# ---- dram_controller_flat ----
Fig. 1: dram_controller_flat, wiring by layer
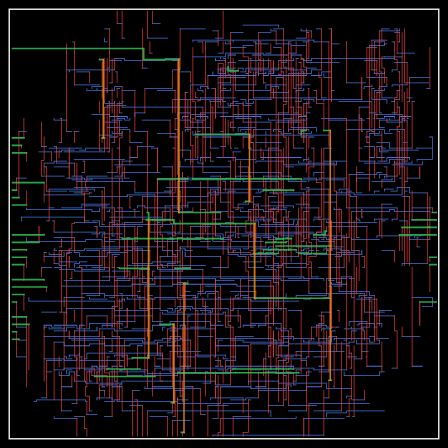

<file path="src/rtl/dram_pkg.sv">
// Shared types for the 68040 DRAM controller: SIZ encodings, FSM states and the
// byte-lane decode used to drive the per-lane CAS strobes.
package dram_pkg;

  typedef enum logic [1:0] {
    SIZ_LONG = 2'b00,
    SIZ_BYTE = 2'b01,
    SIZ_WORD = 2'b10,
    SIZ_LINE = 2'b11
  } siz_e;

  typedef enum logic [2:0] {
    StIdle,
    StRow,
    StCol,
    StCpre,
    StPre,
    StRefCas,
    StRefRas
  } state_e;

  // Active-low CAS lanes; lane 3 is D31-D24 (big-endian byte 0).
  function automatic logic [3:0] lane_mask(logic [1:0] siz, logic [1:0] a);
    logic [3:0] m;
    m = 4'b0000;
    case (siz)
      SIZ_BYTE: m = ~(4'b1000 >> a);
      SIZ_WORD: m = a[1] ? 4'b1100 : 4'b0011;
      default:  m = 4'b0000;
    endcase
    return m;
  endfunction

endpackage

</file>
<file path="src/rtl/dram_controller_if.sv">
// CPU-side request and DRAM-side strobe signals of the DRAM controller.
interface dram_controller_if #(
  parameter int unsigned ROW_BITS = 10,
  parameter int unsigned COL_BITS = 10
);
  localparam int unsigned MA_BITS = (ROW_BITS > COL_BITS) ? ROW_BITS : COL_BITS;
  localparam int unsigned A_BITS  = ROW_BITS + COL_BITS + 4;

  logic                ts;
  logic                dramsel;
  logic                rw;
  logic [1:0]          siz;
  logic [A_BITS-1:0]   a;
  logic [MA_BITS-1:0]  ma;
  logic [3:0]          ras;
  logic [3:0]          cas;
  logic                we;
  logic                ta;
  logic                busy;

  modport master (
    output ts, dramsel, rw, siz, a,
    input  ma, ras, cas, we, ta, busy
  );

  modport slave (
    input  ts, dramsel, rw, siz, a,
    output ma, ras, cas, we, ta, busy
  );
endinterface

</file>
<file path="src/rtl/dram_refresh_timer.sv">
// Free-running refresh interval counter with a single saturating pending flag.
module dram_refresh_timer #(
  parameter int unsigned REFRESH_CYCLES = 390
) (
  input  logic bclk,
  input  logic rst,
  input  logic ack,
  output logic req
);
  localparam int unsigned CntW = (REFRESH_CYCLES > 2) ? $clog2(REFRESH_CYCLES) : 1;

  logic [CntW-1:0] cnt_q;
  logic            pending_q;
  logic            expire;

  assign expire = (cnt_q == '0);
  // Expiry is visible in the same cycle so IDLE can favour refresh over a coincident TS.
  assign req    = pending_q | expire;

  always_ff @(posedge bclk) begin
    if (rst) begin
      cnt_q     <= CntW'(REFRESH_CYCLES - 1);
      pending_q <= 1'b0;
    end else if (expire) begin
      cnt_q     <= CntW'(REFRESH_CYCLES - 1);
      pending_q <= 1'b1;
    end else begin
      cnt_q <= cnt_q - 1'b1;
      if (ack) pending_q <= 1'b0;
    end
  end
endmodule

</file>
<file path="src/rtl/dram_controller.sv">
// 68040 bus responder for the DRAM array: row/column multiplexing, page-mode line
// bursts and CAS-before-RAS refresh. All strobes are registered from the current state.
module dram_controller
  import dram_pkg::*;
#(
  parameter int unsigned ROW_BITS       = 10,
  parameter int unsigned COL_BITS       = 10,
  parameter int unsigned T_RCD          = 1,
  parameter int unsigned T_CAS          = 2,
  parameter int unsigned T_RP           = 2,
  parameter int unsigned REFRESH_CYCLES = 390
) (
  input logic               bclk,
  input logic               rst,
  dram_controller_if.slave  bus
);
  localparam int unsigned MA_BITS = (ROW_BITS > COL_BITS) ? ROW_BITS : COL_BITS;
  localparam int unsigned A_BITS  = ROW_BITS + COL_BITS + 4;

  state_e state_q, state_d;
  logic [7:0] cnt_q, cnt_d;
  logic [1:0] beat_q, beat_d, nbeat_q, nbeat_d;

  logic              lat_valid_q, lat_rw_q, lat_clr;
  logic [1:0]        lat_siz_q;
  logic [A_BITS-1:0] lat_a_q;
  logic              ts_hit, ref_req, ref_ack, last_beat;

  logic [1:0]          bank;
  logic [ROW_BITS-1:0] row;
  logic [COL_BITS-1:0] col_beat;
  logic [3:0]          ras_bank;

  logic [MA_BITS-1:0] ma_q, ma_d;
  logic [3:0]         ras_q, ras_d, cas_q, cas_d;
  logic               we_q, we_d, ta_q, ta_d, busy_q;

  assign ts_hit    = !bus.ts && bus.dramsel;
  assign bank      = lat_a_q[A_BITS-1 -: 2];
  assign row       = lat_a_q[COL_BITS+2 +: ROW_BITS];
  assign col_beat  = {lat_a_q[COL_BITS+1:4], beat_q};
  assign ras_bank  = ~(4'b0001 << bank);
  assign last_beat = (lat_siz_q != SIZ_LINE) || (nbeat_q == 2'd3);

  dram_refresh_timer #(
    .REFRESH_CYCLES(REFRESH_CYCLES)
  ) u_refresh (
    .bclk(bclk),
    .rst (rst),
    .ack (ref_ack),
    .req (ref_req)
  );

  always_comb begin
    state_d = state_q;
    cnt_d   = cnt_q;
    beat_d  = beat_q;
    nbeat_d = nbeat_q;
    lat_clr = 1'b0;
    ref_ack = 1'b0;
    ma_d    = ma_q;
    ras_d   = 4'hF;
    cas_d   = 4'hF;
    we_d    = 1'b1;
    ta_d    = 1'b1;
    unique case (state_q)
      StIdle: begin
        if (ref_req) begin
          state_d = StRefCas;
        end else if (lat_valid_q || ts_hit) begin
          state_d = StRow;
          cnt_d   = 8'(T_RCD - 1);
        end
      end
      StRow: begin
        ras_d   = ras_bank;
        ma_d    = MA_BITS'(row);
        we_d    = lat_rw_q;
        beat_d  = lat_a_q[3:2];
        nbeat_d = 2'd0;
        if (cnt_q == '0) begin
          state_d = StCol;
          cnt_d   = 8'(T_CAS - 1);
        end else begin
          cnt_d = cnt_q - 8'd1;
        end
      end
      StCol: begin
        ras_d = ras_bank;
        ma_d  = MA_BITS'(col_beat);
        cas_d = lane_mask(lat_siz_q, lat_a_q[1:0]);
        we_d  = lat_rw_q;
        if (cnt_q == '0) begin
          ta_d = 1'b0;
          if (last_beat) begin
            state_d = StPre;
            cnt_d   = 8'(T_RP - 1);
            lat_clr = 1'b1;
          end else begin
            state_d = StCpre;
          end
        end else begin
          cnt_d = cnt_q - 8'd1;
        end
      end
      StCpre: begin
        ras_d   = ras_bank;
        we_d    = lat_rw_q;
        beat_d  = beat_q + 2'd1;
        nbeat_d = nbeat_q + 2'd1;
        state_d = StCol;
        cnt_d   = 8'(T_CAS - 1);
      end
      StPre: begin
        if (cnt_q == '0) state_d = StIdle;
        else             cnt_d   = cnt_q - 8'd1;
      end
      StRefCas: begin
        cas_d   = 4'h0;
        ref_ack = 1'b1;
        state_d = StRefRas;
        cnt_d   = 8'(T_CAS);
      end
      StRefRas: begin
        cas_d = 4'h0;
        ras_d = 4'h0;
        if (cnt_q == '0) begin
          state_d = StPre;
          cnt_d   = 8'(T_RP - 1);
        end else begin
          cnt_d = cnt_q - 8'd1;
        end
      end
      default: state_d = StIdle;
    endcase
  end

  always_ff @(posedge bclk) begin
    if (rst) begin
      state_q <= StIdle;
      cnt_q   <= '0;
      beat_q  <= '0;
      nbeat_q <= '0;
      ma_q    <= '0;
      ras_q   <= 4'hF;
      cas_q   <= 4'hF;
      we_q    <= 1'b1;
      ta_q    <= 1'b1;
      busy_q  <= 1'b0;
    end else begin
      state_q <= state_d;
      cnt_q   <= cnt_d;
      beat_q  <= beat_d;
      nbeat_q <= nbeat_d;
      ma_q    <= ma_d;
      ras_q   <= ras_d;
      cas_q   <= cas_d;
      we_q    <= we_d;
      ta_q    <= ta_d;
      busy_q  <= (state_q != StIdle);
    end
  end

  // A request captured during PRE or refresh waits here until IDLE picks it up.
  always_ff @(posedge bclk) begin
    if (rst) begin
      lat_valid_q <= 1'b0;
      lat_rw_q    <= 1'b1;
      lat_siz_q   <= '0;
      lat_a_q     <= '0;
    end else if (lat_clr) begin
      lat_valid_q <= 1'b0;
    end else if (ts_hit && !lat_valid_q) begin
      lat_valid_q <= 1'b1;
      lat_rw_q    <= bus.rw;
      lat_siz_q   <= bus.siz;
      lat_a_q     <= bus.a;
    end
  end

  assign bus.ma   = ma_q;
  assign bus.ras  = ras_q;
  assign bus.cas  = cas_q;
  assign bus.we   = we_q;
  assign bus.ta   = ta_q;
  assign bus.busy = busy_q;
endmodule

</file>
<file path="src/flat_wrapper.sv">
// flat-port wrapper written by rule: the top's interface ports become plain ports
module dram_controller_flat import dram_pkg::*;
#(
  parameter int unsigned ROW_BITS       = 10,
  parameter int unsigned COL_BITS       = 10,
  parameter int unsigned T_RCD          = 1,
  parameter int unsigned T_CAS          = 2,
  parameter int unsigned T_RP           = 2,
  parameter int unsigned REFRESH_CYCLES = 390
)
  (bclk, rst, bus_ts, bus_dramsel, bus_rw, bus_siz, bus_a, bus_ma, bus_ras, bus_cas, bus_we, bus_ta, bus_busy);
  dram_controller_if #(.ROW_BITS(ROW_BITS), .COL_BITS(COL_BITS)) bus_i ();
  input logic bclk;
  input logic rst;
  input wire logic [$bits(bus_i.ts)-1:0] bus_ts;
  input wire logic [$bits(bus_i.dramsel)-1:0] bus_dramsel;
  input wire logic [$bits(bus_i.rw)-1:0] bus_rw;
  input wire logic [$bits(bus_i.siz)-1:0] bus_siz;
  input wire logic [$bits(bus_i.a)-1:0] bus_a;
  output wire logic [$bits(bus_i.ma)-1:0] bus_ma;
  output wire logic [$bits(bus_i.ras)-1:0] bus_ras;
  output wire logic [$bits(bus_i.cas)-1:0] bus_cas;
  output wire logic [$bits(bus_i.we)-1:0] bus_we;
  output wire logic [$bits(bus_i.ta)-1:0] bus_ta;
  output wire logic [$bits(bus_i.busy)-1:0] bus_busy;
  assign bus_i.ts = bus_ts;
  assign bus_i.dramsel = bus_dramsel;
  assign bus_i.rw = bus_rw;
  assign bus_i.siz = bus_siz;
  assign bus_i.a = bus_a;
  assign bus_ma = bus_i.ma;
  assign bus_ras = bus_i.ras;
  assign bus_cas = bus_i.cas;
  assign bus_we = bus_i.we;
  assign bus_ta = bus_i.ta;
  assign bus_busy = bus_i.busy;
  dram_controller #(.ROW_BITS(ROW_BITS), .COL_BITS(COL_BITS), .T_RCD(T_RCD), .T_CAS(T_CAS), .T_RP(T_RP), .REFRESH_CYCLES(REFRESH_CYCLES)) u_core (.bclk(bclk), .rst(rst), .bus(bus_i));
endmodule
</file>
<file path="config.mk">
export PLATFORM = sky130hd
export DESIGN_NAME = dram_controller_flat
export DESIGN_NICKNAME = d
export VERILOG_FILES = /design/src/rtl/dram_pkg.sv /design/src/rtl/dram_controller_if.sv /design/src/rtl/dram_refresh_timer.sv /design/src/rtl/dram_controller.sv /design/src/flat_wrapper.sv
export SDC_FILE = /design/constraint.sdc
export NUM_CORES = 1
export LEC_CHECK = 0
export ABC_AREA = 1
export CORE_UTILIZATION = 57
export CTS_CLUSTER_SIZE = 8
export DETAILED_ROUTE_END_ITERATION = 16
export PLACE_DENSITY = 0.84
export SYNTH_ARGS = -nofsm -noshare
export SYNTH_HDL_FRONTEND = slang
export SYNTH_SLANG_ARGS = --single-unit
</file>
<file path="constraint.sdc">
create_clock -name bclk -period 3 [get_ports bclk]
set_input_delay 0.9 -clock bclk [delete_from_list [all_inputs] [get_ports bclk]]
set_output_delay 0.9 -clock bclk [all_outputs]
set_load 0.005 [all_outputs]
</file>
# ---- mdio_frame_ctrl ----
[config.mk]
export PLATFORM = sky130hd
export DESIGN_NAME = mdio_frame_ctrl
export DESIGN_NICKNAME = d
export VERILOG_FILES = /design/src/rtl/mdio_frame_ctrl.sv
export SDC_FILE = /design/constraint.sdc
export NUM_CORES = 1
export LEC_CHECK = 0
export CORE_MARGIN = 3
export CORE_UTILIZATION = 49
export DETAILED_ROUTE_END_ITERATION = 10
export PLACE_DENSITY = 0.86
export SLEW_MARGIN = 40
export SYNTH_ARGS = -nofsm -noshare
export SYNTH_HDL_FRONTEND = slang
export SYNTH_SLANG_ARGS = --single-unit
export TNS_END_PERCENT = 30
[constraint.sdc]
create_clock -name i_clk -period 3 [get_ports i_clk]
set_input_delay 0.6 -clock i_clk [delete_from_list [all_inputs] [get_ports i_clk]]
set_output_delay 0.6 -clock i_clk [all_outputs]
set_load 0.05 [all_outputs]
[src/rtl/mdio_frame_ctrl.sv]
// Clause-22 MDIO frame controller: serialises one read/write management frame
// at a time, generates MDC from a programmable divider and captures read data.
module mdio_frame_ctrl #(
  parameter int PREAMBLE_LEN = 32
) (
  input  logic        i_clk,
  input  logic        i_rst,
  input  logic [6:0]  i_divider,
  input  logic        i_start,
  input  logic        i_rw,
  input  logic [4:0]  i_phy_addr,
  input  logic [4:0]  i_reg_addr,
  input  logic [15:0] i_wdata,
  input  logic        i_mdio_in,
  output logic        o_mdc,
  output logic        o_mdio_out,
  output logic        o_mdio_oe,
  output logic        o_busy,
  output logic        o_done,
  output logic [15:0] o_rdata,
  output logic        o_rd_err
);

  typedef enum logic [2:0] {
    S_IDLE, S_PRE, S_ST, S_OP, S_PHY, S_REG, S_TA, S_DATA
  } state_e;

  state_e      state_q, state_d;
  logic [5:0]  bit_cnt_q, bit_cnt_d;
  logic [5:0]  half_q, half_d;
  logic [5:0]  hcnt_q, hcnt_d;
  logic        mdc_q, mdc_d;
  logic        busy_q, busy_d;
  logic        oe_q, oe_d;
  logic        mdio_q, mdio_d;
  logic        done_q, done_d;
  logic [15:0] rdata_q, rdata_d;
  logic        rd_err_q, rd_err_d;

  logic        rw_q, rw_d;
  logic [4:0]  phy_q, phy_d;
  logic [4:0]  regad_q, regad_d;
  logic [15:0] wdata_q, wdata_d;
  logic [15:0] rx_q, rx_d;
  logic        ta_err_q, ta_err_d;

  logic        accept;
  logic        tick;
  logic        fall;
  logic        rise;

  function automatic logic [5:0] state_len(input state_e s);
    case (s)
      S_PRE:   state_len = 6'(PREAMBLE_LEN);
      S_ST:    state_len = 6'd2;
      S_OP:    state_len = 6'd2;
      S_PHY:   state_len = 6'd5;
      S_REG:   state_len = 6'd5;
      S_TA:    state_len = 6'd2;
      S_DATA:  state_len = 6'd16;
      default: state_len = 6'd1;
    endcase
  endfunction

  function automatic state_e next_state(input state_e s);
    case (s)
      S_IDLE:  next_state = (PREAMBLE_LEN > 0) ? S_PRE : S_ST;
      S_PRE:   next_state = S_ST;
      S_ST:    next_state = S_OP;
      S_OP:    next_state = S_PHY;
      S_PHY:   next_state = S_REG;
      S_REG:   next_state = S_TA;
      S_TA:    next_state = S_DATA;
      default: next_state = S_IDLE;
    endcase
  endfunction

  // Bit counter counts down within a field, so it doubles as the MSB-first index.
  function automatic logic frame_bit(input state_e s, input logic [5:0] c,
                                     input logic rw, input logic [4:0] phy,
                                     input logic [4:0] regad, input logic [15:0] wd);
    case (s)
      S_ST:    frame_bit = (c == 6'd0);
      S_OP:    frame_bit = rw ? (c == 6'd1) : (c == 6'd0);
      S_PHY:   frame_bit = phy[c[2:0]];
      S_REG:   frame_bit = regad[c[2:0]];
      S_TA:    frame_bit = rw ? 1'b1 : (c == 6'd1);
      S_DATA:  frame_bit = rw ? 1'b1 : wd[c[3:0]];
      default: frame_bit = 1'b1;
    endcase
  endfunction

  assign accept = i_start && !busy_q;
  assign tick   = busy_q && (hcnt_q == half_q);
  assign fall   = tick && mdc_q;
  assign rise   = tick && !mdc_q;

  // State register
  always_ff @(posedge i_clk) begin
    if (i_rst) begin
      state_q   <= S_IDLE;
      bit_cnt_q <= '0;
      half_q    <= '0;
      hcnt_q    <= '0;
      mdc_q     <= 1'b0;
      busy_q    <= 1'b0;
      oe_q      <= 1'b0;
      mdio_q    <= 1'b1;
      done_q    <= 1'b0;
      rdata_q   <= '0;
      rd_err_q  <= 1'b0;
    end else begin
      state_q   <= state_d;
      bit_cnt_q <= bit_cnt_d;
      half_q    <= half_d;
      hcnt_q    <= hcnt_d;
      mdc_q     <= mdc_d;
      busy_q    <= busy_d;
      oe_q      <= oe_d;
      mdio_q    <= mdio_d;
      done_q    <= done_d;
      rdata_q   <= rdata_d;
      rd_err_q  <= rd_err_d;
    end
  end

  always_ff @(posedge i_clk) begin
    rw_q     <= rw_d;
    phy_q    <= phy_d;
    regad_q  <= regad_d;
    wdata_q  <= wdata_d;
    rx_q     <= rx_d;
    ta_err_q <= ta_err_d;
  end

  // Next-state: MDC timing, field sequencing and read sampling
  always_comb begin
    state_d   = state_q;
    bit_cnt_d = bit_cnt_q;
    half_d    = half_q;
    hcnt_d    = hcnt_q;
    mdc_d     = mdc_q;
    rw_d      = rw_q;
    phy_d     = phy_q;
    regad_d   = regad_q;
    wdata_d   = wdata_q;
    rx_d      = rx_q;
    ta_err_d  = ta_err_q;
    if (accept) begin
      state_d   = next_state(S_IDLE);
      bit_cnt_d = state_len(state_d) - 6'd1;
      half_d    = (i_divider < 7'd2) ? 6'd1 : i_divider[6:1];
      hcnt_d    = 6'd1;
      mdc_d     = 1'b0;
      rw_d      = i_rw;
      phy_d     = i_phy_addr;
      regad_d   = i_reg_addr;
      wdata_d   = i_wdata;
    end else if (busy_q) begin
      if (tick) begin
        hcnt_d = 6'd1;
        mdc_d  = !mdc_q;
      end else begin
        hcnt_d = hcnt_q + 6'd1;
      end
      if (fall) begin
        if (bit_cnt_q == 6'd0) begin
          state_d   = next_state(state_q);
          bit_cnt_d = (state_d == S_IDLE) ? 6'd0 : state_len(state_d) - 6'd1;
        end else begin
          bit_cnt_d = bit_cnt_q - 6'd1;
        end
      end
      if (rise && rw_q) begin
        if (state_q == S_TA && bit_cnt_q == 6'd0) ta_err_d = i_mdio_in;
        if (state_q == S_DATA) rx_d = {rx_q[14:0], i_mdio_in};
      end
      if (state_d == S_IDLE) hcnt_d = 6'd0;
    end
  end

  // Outputs: the line is released from TA onward on reads
  always_comb begin
    busy_d   = (state_d != S_IDLE);
    done_d   = fall && (state_q == S_DATA) && (bit_cnt_q == 6'd0);
    oe_d     = busy_d && !(rw_d && (state_d == S_TA || state_d == S_DATA));
    mdio_d   = oe_d ? frame_bit(state_d, bit_cnt_d, rw_d, phy_d, regad_d, wdata_d) : 1'b1;
    rdata_d  = rdata_q;
    rd_err_d = rd_err_q;
    if (done_d && rw_q) begin
      rdata_d  = rx_q;
      rd_err_d = ta_err_q;
    end
  end

  assign o_mdc      = mdc_q;
  assign o_mdio_out = mdio_q;
  assign o_mdio_oe  = oe_q;
  assign o_busy     = busy_q;
  assign o_done     = done_q;
  assign o_rdata    = rdata_q;
  assign o_rd_err   = rd_err_q;

endmodule

Fig. 2: dram_controller_flat, supply network
The bar under the picture is 20 µm long. Pins as bars on the die edge.
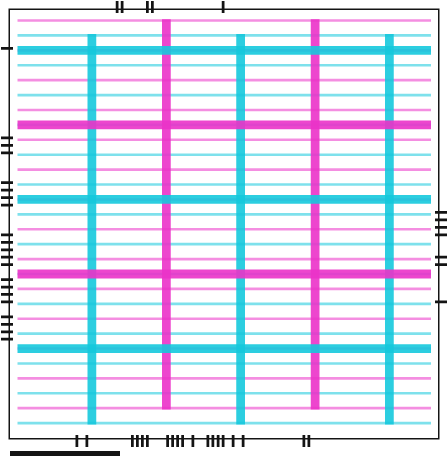
- magenta: VDD
- cyan: VSS
- signal pins: 52
- met1 rails: 28
- rows: 27
- met4 straps: 5
- met5 straps: 5

Fig. 3: dram_controller_flat, routing congestion
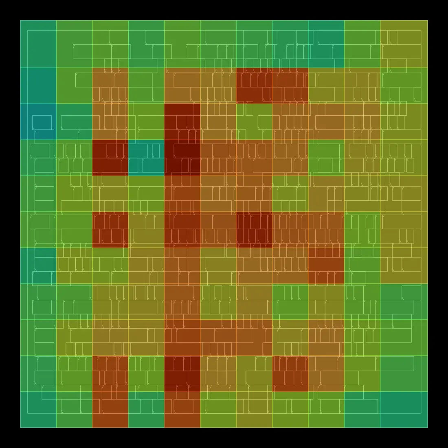
GRT met1 Usage: 31.5%
final design utilization: 72.6%

About Fig. 1:
- blue: met1 (wire length 3310 µm)
- orange: met4 (wire length 180 µm)
- green: met3 (wire length 321 µm)
- red: met2 (wire length 3370 µm)

==> results.toml, dram_controller_flat <==
# flow metrics
[status]
status = "finished, final reports clean"

[placement]
dp_hpwl_mm = 5.14
routabilityCongestion = 0.865

[finish]
comb-cell-share_pct = 38.1
inverters = 54

[timing]
fin_ws_ns = 0.884

[worst_setup_path]
critPathLaunchType = "register"
worstPathRequired_ns = 2.10

[drt]
m1WireLength_mm = 3.31

[yosys]
top_cell_area_share_pct = 44.9
synth.net_count = 498
flop_cell = "dfxtp_1"

[clocking]
cts_setup_buffers = 0
ctsHoldBuffers = 0

[grt]
gr-usage-all-layers_pct = 25.8
Fig. 4: mdio_frame_ctrl, routing congestion
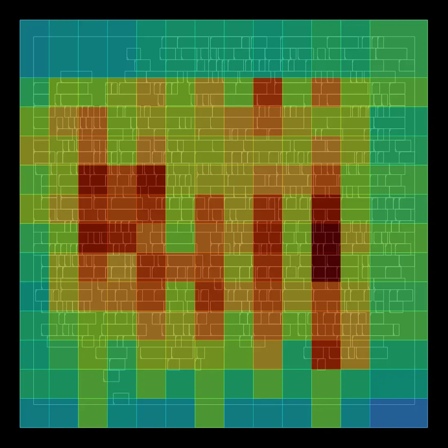
M2 GR Usage: 36.7%
busiest grt layer: met2
WL/cell: 15.1 µm
total track usage: 21.3%

==> results.toml, mdio_frame_ctrl <==
# flow metrics
[status]
status = "finished, final reports clean"

[timing]
rsz0062_at_grt = "true"
hold_violations = 0
drv_slew = 0
tns_ns = 0

[min_path]
hp-class = "reg2reg"

[yosys]
synth_area_um2 = 4010
numSynthFlops = 87
top_cell_area_share_pct = 35.0
yosys-top-cells-count = "nand2_1, dfxtp_1, a21oi_1"
synth_area_leader_cell = "dfxtp_1"

[finish]
stdcell_count = 653
logic_area_um2 = 2070
drive_gt1_share_pct = 15.8

[die]
core-area_um2 = 7850
taps = 102
rows = 32

[power_and_ir_drop]
pwr-share-seq_pct = 49.9
switching_share_pct = 30.1

[drt]
viasPerCell = 5.64
vias = 3685
drtIter0Drc = 197

[worst_setup_path]
critical_path.max_stage_delay_ns = 0.40
path_class = "reg2reg"
cp.depth = 13
reg2reg_from = "state_q[0]"

[grt]
grt_pass1_vias = 3399

# ---- dmem_arbiter ----
Fig. 5: dmem_arbiter, supply network
The bar under the picture is 50 µm long. Pins as bars on the die edge.
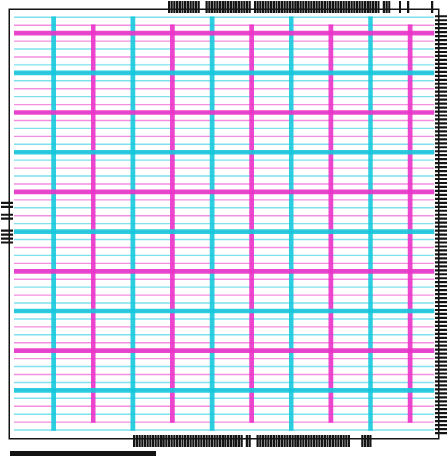
Fig. 6: dmem_arbiter, placed cells, one colour a class
The bar under the picture is 50 µm long.
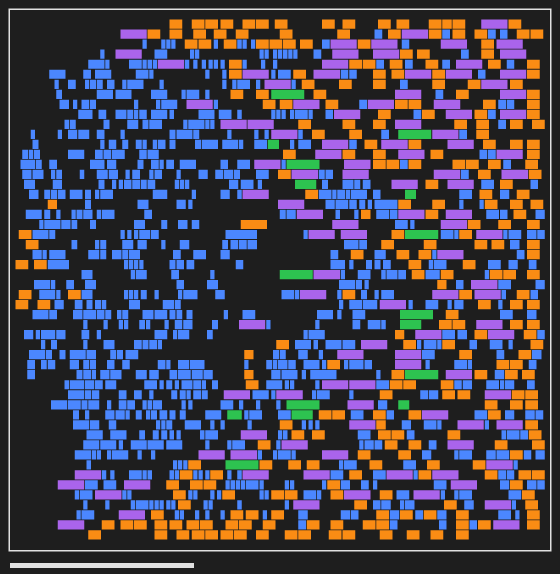
Fig. 7: dmem_arbiter, clock network drawn from the DEF
The bar under the picture is 50 µm long.
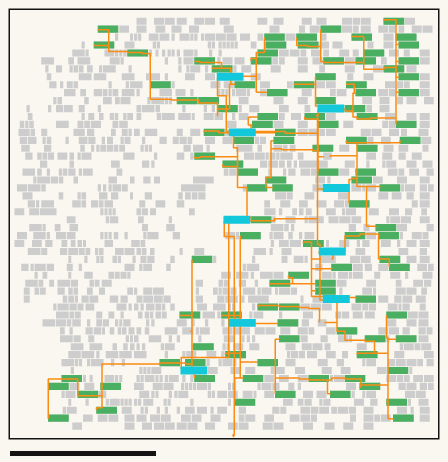
<file path="src/rtl/rv32_mem_pkg.sv">
`default_nettype none
// ============================================================================
// Package     : rv32_mem_pkg
// Description : Shared definitions for the data-memory access path:
//               RV32I load/store funct3 codes, the access sequencer state
//               encoding and a helper returning the access size in bytes.
// Revision    : 1.0 - initial release
// ============================================================================
package rv32_mem_pkg;

  localparam logic [2:0] F3_B  = 3'd0;
  localparam logic [2:0] F3_H  = 3'd1;
  localparam logic [2:0] F3_W  = 3'd2;
  localparam logic [2:0] F3_BU = 3'd4;
  localparam logic [2:0] F3_HU = 3'd5;

  typedef enum logic [1:0] {
    ST_IDLE  = 2'd0,
    ST_ISSUE = 2'd1,
    ST_RESP  = 2'd2
  } state_t;

  // Size of the access in bytes; the low two funct3 bits carry the width.
  function automatic logic [2:0] access_bytes(input logic [2:0] funct3);
    case (funct3[1:0])
      2'd0:    access_bytes = 3'd1;
      2'd1:    access_bytes = 3'd2;
      default: access_bytes = 3'd4;
    endcase
  endfunction

endpackage
`default_nettype wire

</file>
<file path="src/rtl/dmem_access_check.sv">
`default_nettype none
// ============================================================================
// Module      : dmem_access_check
// Description : Combinational legality check for one load/store access.
//               Flags unsupported funct3 codes, misaligned halfword/word
//               accesses and any access touching bytes beyond the
//               2**ADDR_W-byte memory.
// Ports       : we     - 1 = store, 0 = load
//               funct3 - RV32I funct3 of the access
//               addr   - byte address
//               err    - 1 = access must be rejected
// Revision    : 1.0 - initial release
// ============================================================================
module dmem_access_check
  import rv32_mem_pkg::*;
#(
  parameter int ADDR_W = 12
) (
  input  logic        we,
  input  logic [2:0]  funct3,
  input  logic [31:0] addr,
  output logic        err
);

  localparam logic [32:0] LAST_BYTE = 33'((64'd1 << ADDR_W) - 64'd1);

  logic        f3_ok;
  logic        align_ok;
  logic        range_ok;
  logic [2:0]  nbytes;
  logic [32:0] last_byte;

  always_comb begin
    f3_ok = 1'b0;
    case (funct3)
      F3_B, F3_H, F3_W: f3_ok = 1'b1;
      F3_BU, F3_HU:     f3_ok = !we;   // unsigned variants exist only for loads
      default:          f3_ok = 1'b0;
    endcase

    nbytes = access_bytes(funct3);

    align_ok = 1'b1;
    case (nbytes)
      3'd2:    align_ok = (addr[0] == 1'b0);
      3'd4:    align_ok = (addr[1:0] == 2'b00);
      default: align_ok = 1'b1;
    endcase

    // Computed in 33 bits so an access near 0xFFFF_FFFF cannot wrap.
    last_byte = {1'b0, addr} + {30'd0, nbytes} - 33'd1;
    range_ok  = ((addr >> ADDR_W) == 32'd0) && (last_byte <= LAST_BYTE);

    err = !(f3_ok && align_ok && range_ok);
  end

endmodule
`default_nettype wire

</file>
<file path="src/rtl/dmem_arbiter.sv">
`default_nettype none
// ============================================================================
// Module      : dmem_arbiter
// Description : Two-requester arbiter and access sequencer in front of the
//               shared byte-addressed data memory. One access at a time:
//               IDLE (arbitrate/accept) -> ISSUE (one memory cycle) -> RESP
//               (one-cycle response). Illegal accesses skip ISSUE.
// Ports       : clk, rst_n          - clock, synchronous active-low reset
//               req_valid/req_ready - per-requester handshake (bit i = req i)
//               req_we, req_addr*, req_wdata*, req_funct3_* - request fields
//               rsp_valid, rsp_rdata, rsp_err - one-cycle response
//               mem_*               - memory port (address/data/strobes)
// Revision    : 1.0 - initial release
// ============================================================================
module dmem_arbiter
  import rv32_mem_pkg::*;
#(
  parameter int ADDR_W = 12,
  parameter int RR_EN  = 1
) (
  input  logic        clk,
  input  logic        rst_n,
  input  logic [1:0]  req_valid,
  output logic [1:0]  req_ready,
  input  logic [1:0]  req_we,
  input  logic [31:0] req_addr0,
  input  logic [31:0] req_addr1,
  input  logic [31:0] req_wdata0,
  input  logic [31:0] req_wdata1,
  input  logic [2:0]  req_funct3_0,
  input  logic [2:0]  req_funct3_1,
  output logic [1:0]  rsp_valid,
  output logic [31:0] rsp_rdata,
  output logic        rsp_err,
  output logic [31:0] mem_address,
  output logic [31:0] mem_writeData,
  output logic [2:0]  mem_funct3,
  output logic        mem_MemWrite,
  output logic        mem_MemRead,
  input  logic [31:0] mem_readData
);

  state_t      state;
  state_t      state_nxt;
  logic        rr_ptr;     // favoured requester; stays 0 with RR_EN=0
  logic        owner;      // requester that owns the access in flight
  logic [1:0]  grant;
  logic        accept;
  logic        sel;
  logic        sel_we;
  logic [31:0] sel_addr;
  logic [31:0] sel_wdata;
  logic [2:0]  sel_f3;
  logic        sel_err;

  assign req_ready = grant;
  assign accept    = |grant;
  assign sel       = grant[1];
  assign sel_we    = sel ? req_we[1]    : req_we[0];
  assign sel_addr  = sel ? req_addr1    : req_addr0;
  assign sel_wdata = sel ? req_wdata1   : req_wdata0;
  assign sel_f3    = sel ? req_funct3_1 : req_funct3_0;

  dmem_access_check #(
    .ADDR_W (ADDR_W)
  ) u_check (
    .we     (sel_we),
    .funct3 (sel_f3),
    .addr   (sel_addr),
    .err    (sel_err)
  );

  always_ff @(posedge clk) begin
    if (!rst_n) state <= ST_IDLE;
    else        state <= state_nxt;
  end

  // Grant is gated by rst_n so nothing can be accepted while held in reset.
  always_comb begin
    grant     = 2'b00;
    state_nxt = state;
    unique case (state)
      ST_IDLE: begin
        if (rst_n) begin
          if (req_valid[rr_ptr])       grant[rr_ptr]  = 1'b1;
          else if (req_valid[~rr_ptr]) grant[~rr_ptr] = 1'b1;
        end
        if (|grant) state_nxt = sel_err ? ST_RESP : ST_ISSUE;
      end
      ST_ISSUE: state_nxt = ST_RESP;
      ST_RESP:  state_nxt = ST_IDLE;
      default:  state_nxt = ST_IDLE;
    endcase
  end

  // The mem_address/mem_writeData/mem_funct3 registers double as the request
  // latch; they only load on a legal accept, so they hold otherwise.
  always_ff @(posedge clk) begin
    if (!rst_n) begin
      rr_ptr        <= 1'b0;
      owner         <= 1'b0;
      mem_address   <= 32'd0;
      mem_writeData <= 32'd0;
      mem_funct3    <= 3'd0;
      mem_MemWrite  <= 1'b0;
      mem_MemRead   <= 1'b0;
      rsp_valid     <= 2'b00;
      rsp_rdata     <= 32'd0;
      rsp_err       <= 1'b0;
    end else begin
      mem_MemWrite <= 1'b0;
      mem_MemRead  <= 1'b0;
      rsp_valid    <= 2'b00;
      rsp_rdata    <= 32'd0;
      rsp_err      <= 1'b0;

      if (accept) begin
        owner <= sel;
        if (sel_err) begin
          rsp_valid <= sel ? 2'b10 : 2'b01;
          rsp_err   <= 1'b1;
        end else begin
          mem_address   <= sel_addr;
          mem_writeData <= sel_wdata;
          mem_funct3    <= sel_f3;
          mem_MemWrite  <= sel_we;
          mem_MemRead   <= !sel_we;
        end
      end

      if (state == ST_ISSUE) begin
        rsp_valid <= owner ? 2'b10 : 2'b01;
        if (mem_MemRead) rsp_rdata <= mem_readData;
      end

      if ((RR_EN != 0) && (state == ST_RESP)) rr_ptr <= ~owner;
    end
  end

endmodule
`default_nettype wire

</file>
<file path="config.mk">
export PLATFORM = sky130hd
export DESIGN_NAME = dmem_arbiter
export DESIGN_NICKNAME = d
export VERILOG_FILES = /design/src/rtl/rv32_mem_pkg.sv /design/src/rtl/dmem_access_check.sv /design/src/rtl/dmem_arbiter.sv
export SDC_FILE = /design/constraint.sdc
export NUM_CORES = 1
export LEC_CHECK = 0
export CORE_UTILIZATION = 35
export CTS_BUF_LIST = sky130_fd_sc_hd__clkbuf_8 sky130_fd_sc_hd__clkbuf_16
export DETAILED_ROUTE_END_ITERATION = 16
export PLACE_DENSITY_LB_ADDON = 0.1
export SETUP_SLACK_MARGIN = 0.5
export SYNTH_ARGS = -nofsm -noshare
export SYNTH_HDL_FRONTEND = slang
export SYNTH_SLANG_ARGS = --single-unit
</file>
<file path="constraint.sdc">
create_clock -name clk -period 9.4 [get_ports clk]
set_input_delay 2.35 -clock clk [delete_from_list [all_inputs] [get_ports clk]]
set_output_delay 2.35 -clock clk [all_outputs]
set_load 0.1 [all_outputs]
</file>
==> results.toml <==
# flow metrics
[worst_setup_path]
critPathArrivalTime_ns = 8.42
cpMaxStageDelayCell = "or4_1"
cpLargestDelayFamily = "simple AND/OR/NAND/NOR gates"
critPathCaptureType = "register"
r2r_end = "mem_address[1]"
regToRegSetupSlack_ns = 3.32
path_class = "in2reg"
rr_worst_depth = 17

[timing]
clock-skew-final_ns = 0.0136
worst_slew_pin_slew_ns = 1.12
holdWs_ns = 0.457
fin_crit_ns = 8.18

[min_path]
holdPathStages = 2

[yosys]
ys_sh_xor_pct = 0.359
numSynthFlops = 108
edf_count = 0
synth_top_cell_by_count = "nand2_1"
synth.net_count = 1147

[finish]
clock_cell_area_share_pct = 2.94
final_nets = 1397
largestClassByArea = "multi-input combinational cells"
clkbuf_count = 9

[drt]
drc = 0
viasPerCell = 5.13

[placement]
dp_hpwl_mm = 20.6
dp_slack_ns = 0.881

[clocking]
ctsHoldBuffers = 0
h-tree-depth = 3
post_cts_resize_count = 0

[grt]
grt_util_met3_pct = 2.91

[die]
die.size.y_um = 147
taps = 270

[power_and_ir_drop]
powerClk_uw = 390
power.share.clock_pct = 30.3

[status]
status = "finished, final reports clean"
About Fig. 5:
- cyan: VSS
- magenta: VDD
- signal pins: 278
- rows: 52
- met1 rails: 53
- met5 straps: 10

About Fig. 6:
- blue: all other logic (cells 776; share of their area 48%)
- purple: flops (cells 108; share of their area 21%)
- green: clock drivers and dummy loads (cells 16; share of their area 3.0%)
- orange: other buffers and delay cells (cells 285; share of their area 28%)

About Fig. 7:
- orange: clock wires (length 1370 µm)
- cyan: cells driving clock nets (count 9)
- green: flip-flops (count 108)
- routed clock nets: 10


No activity file was given, so power comes from the tool's default toggle rates.
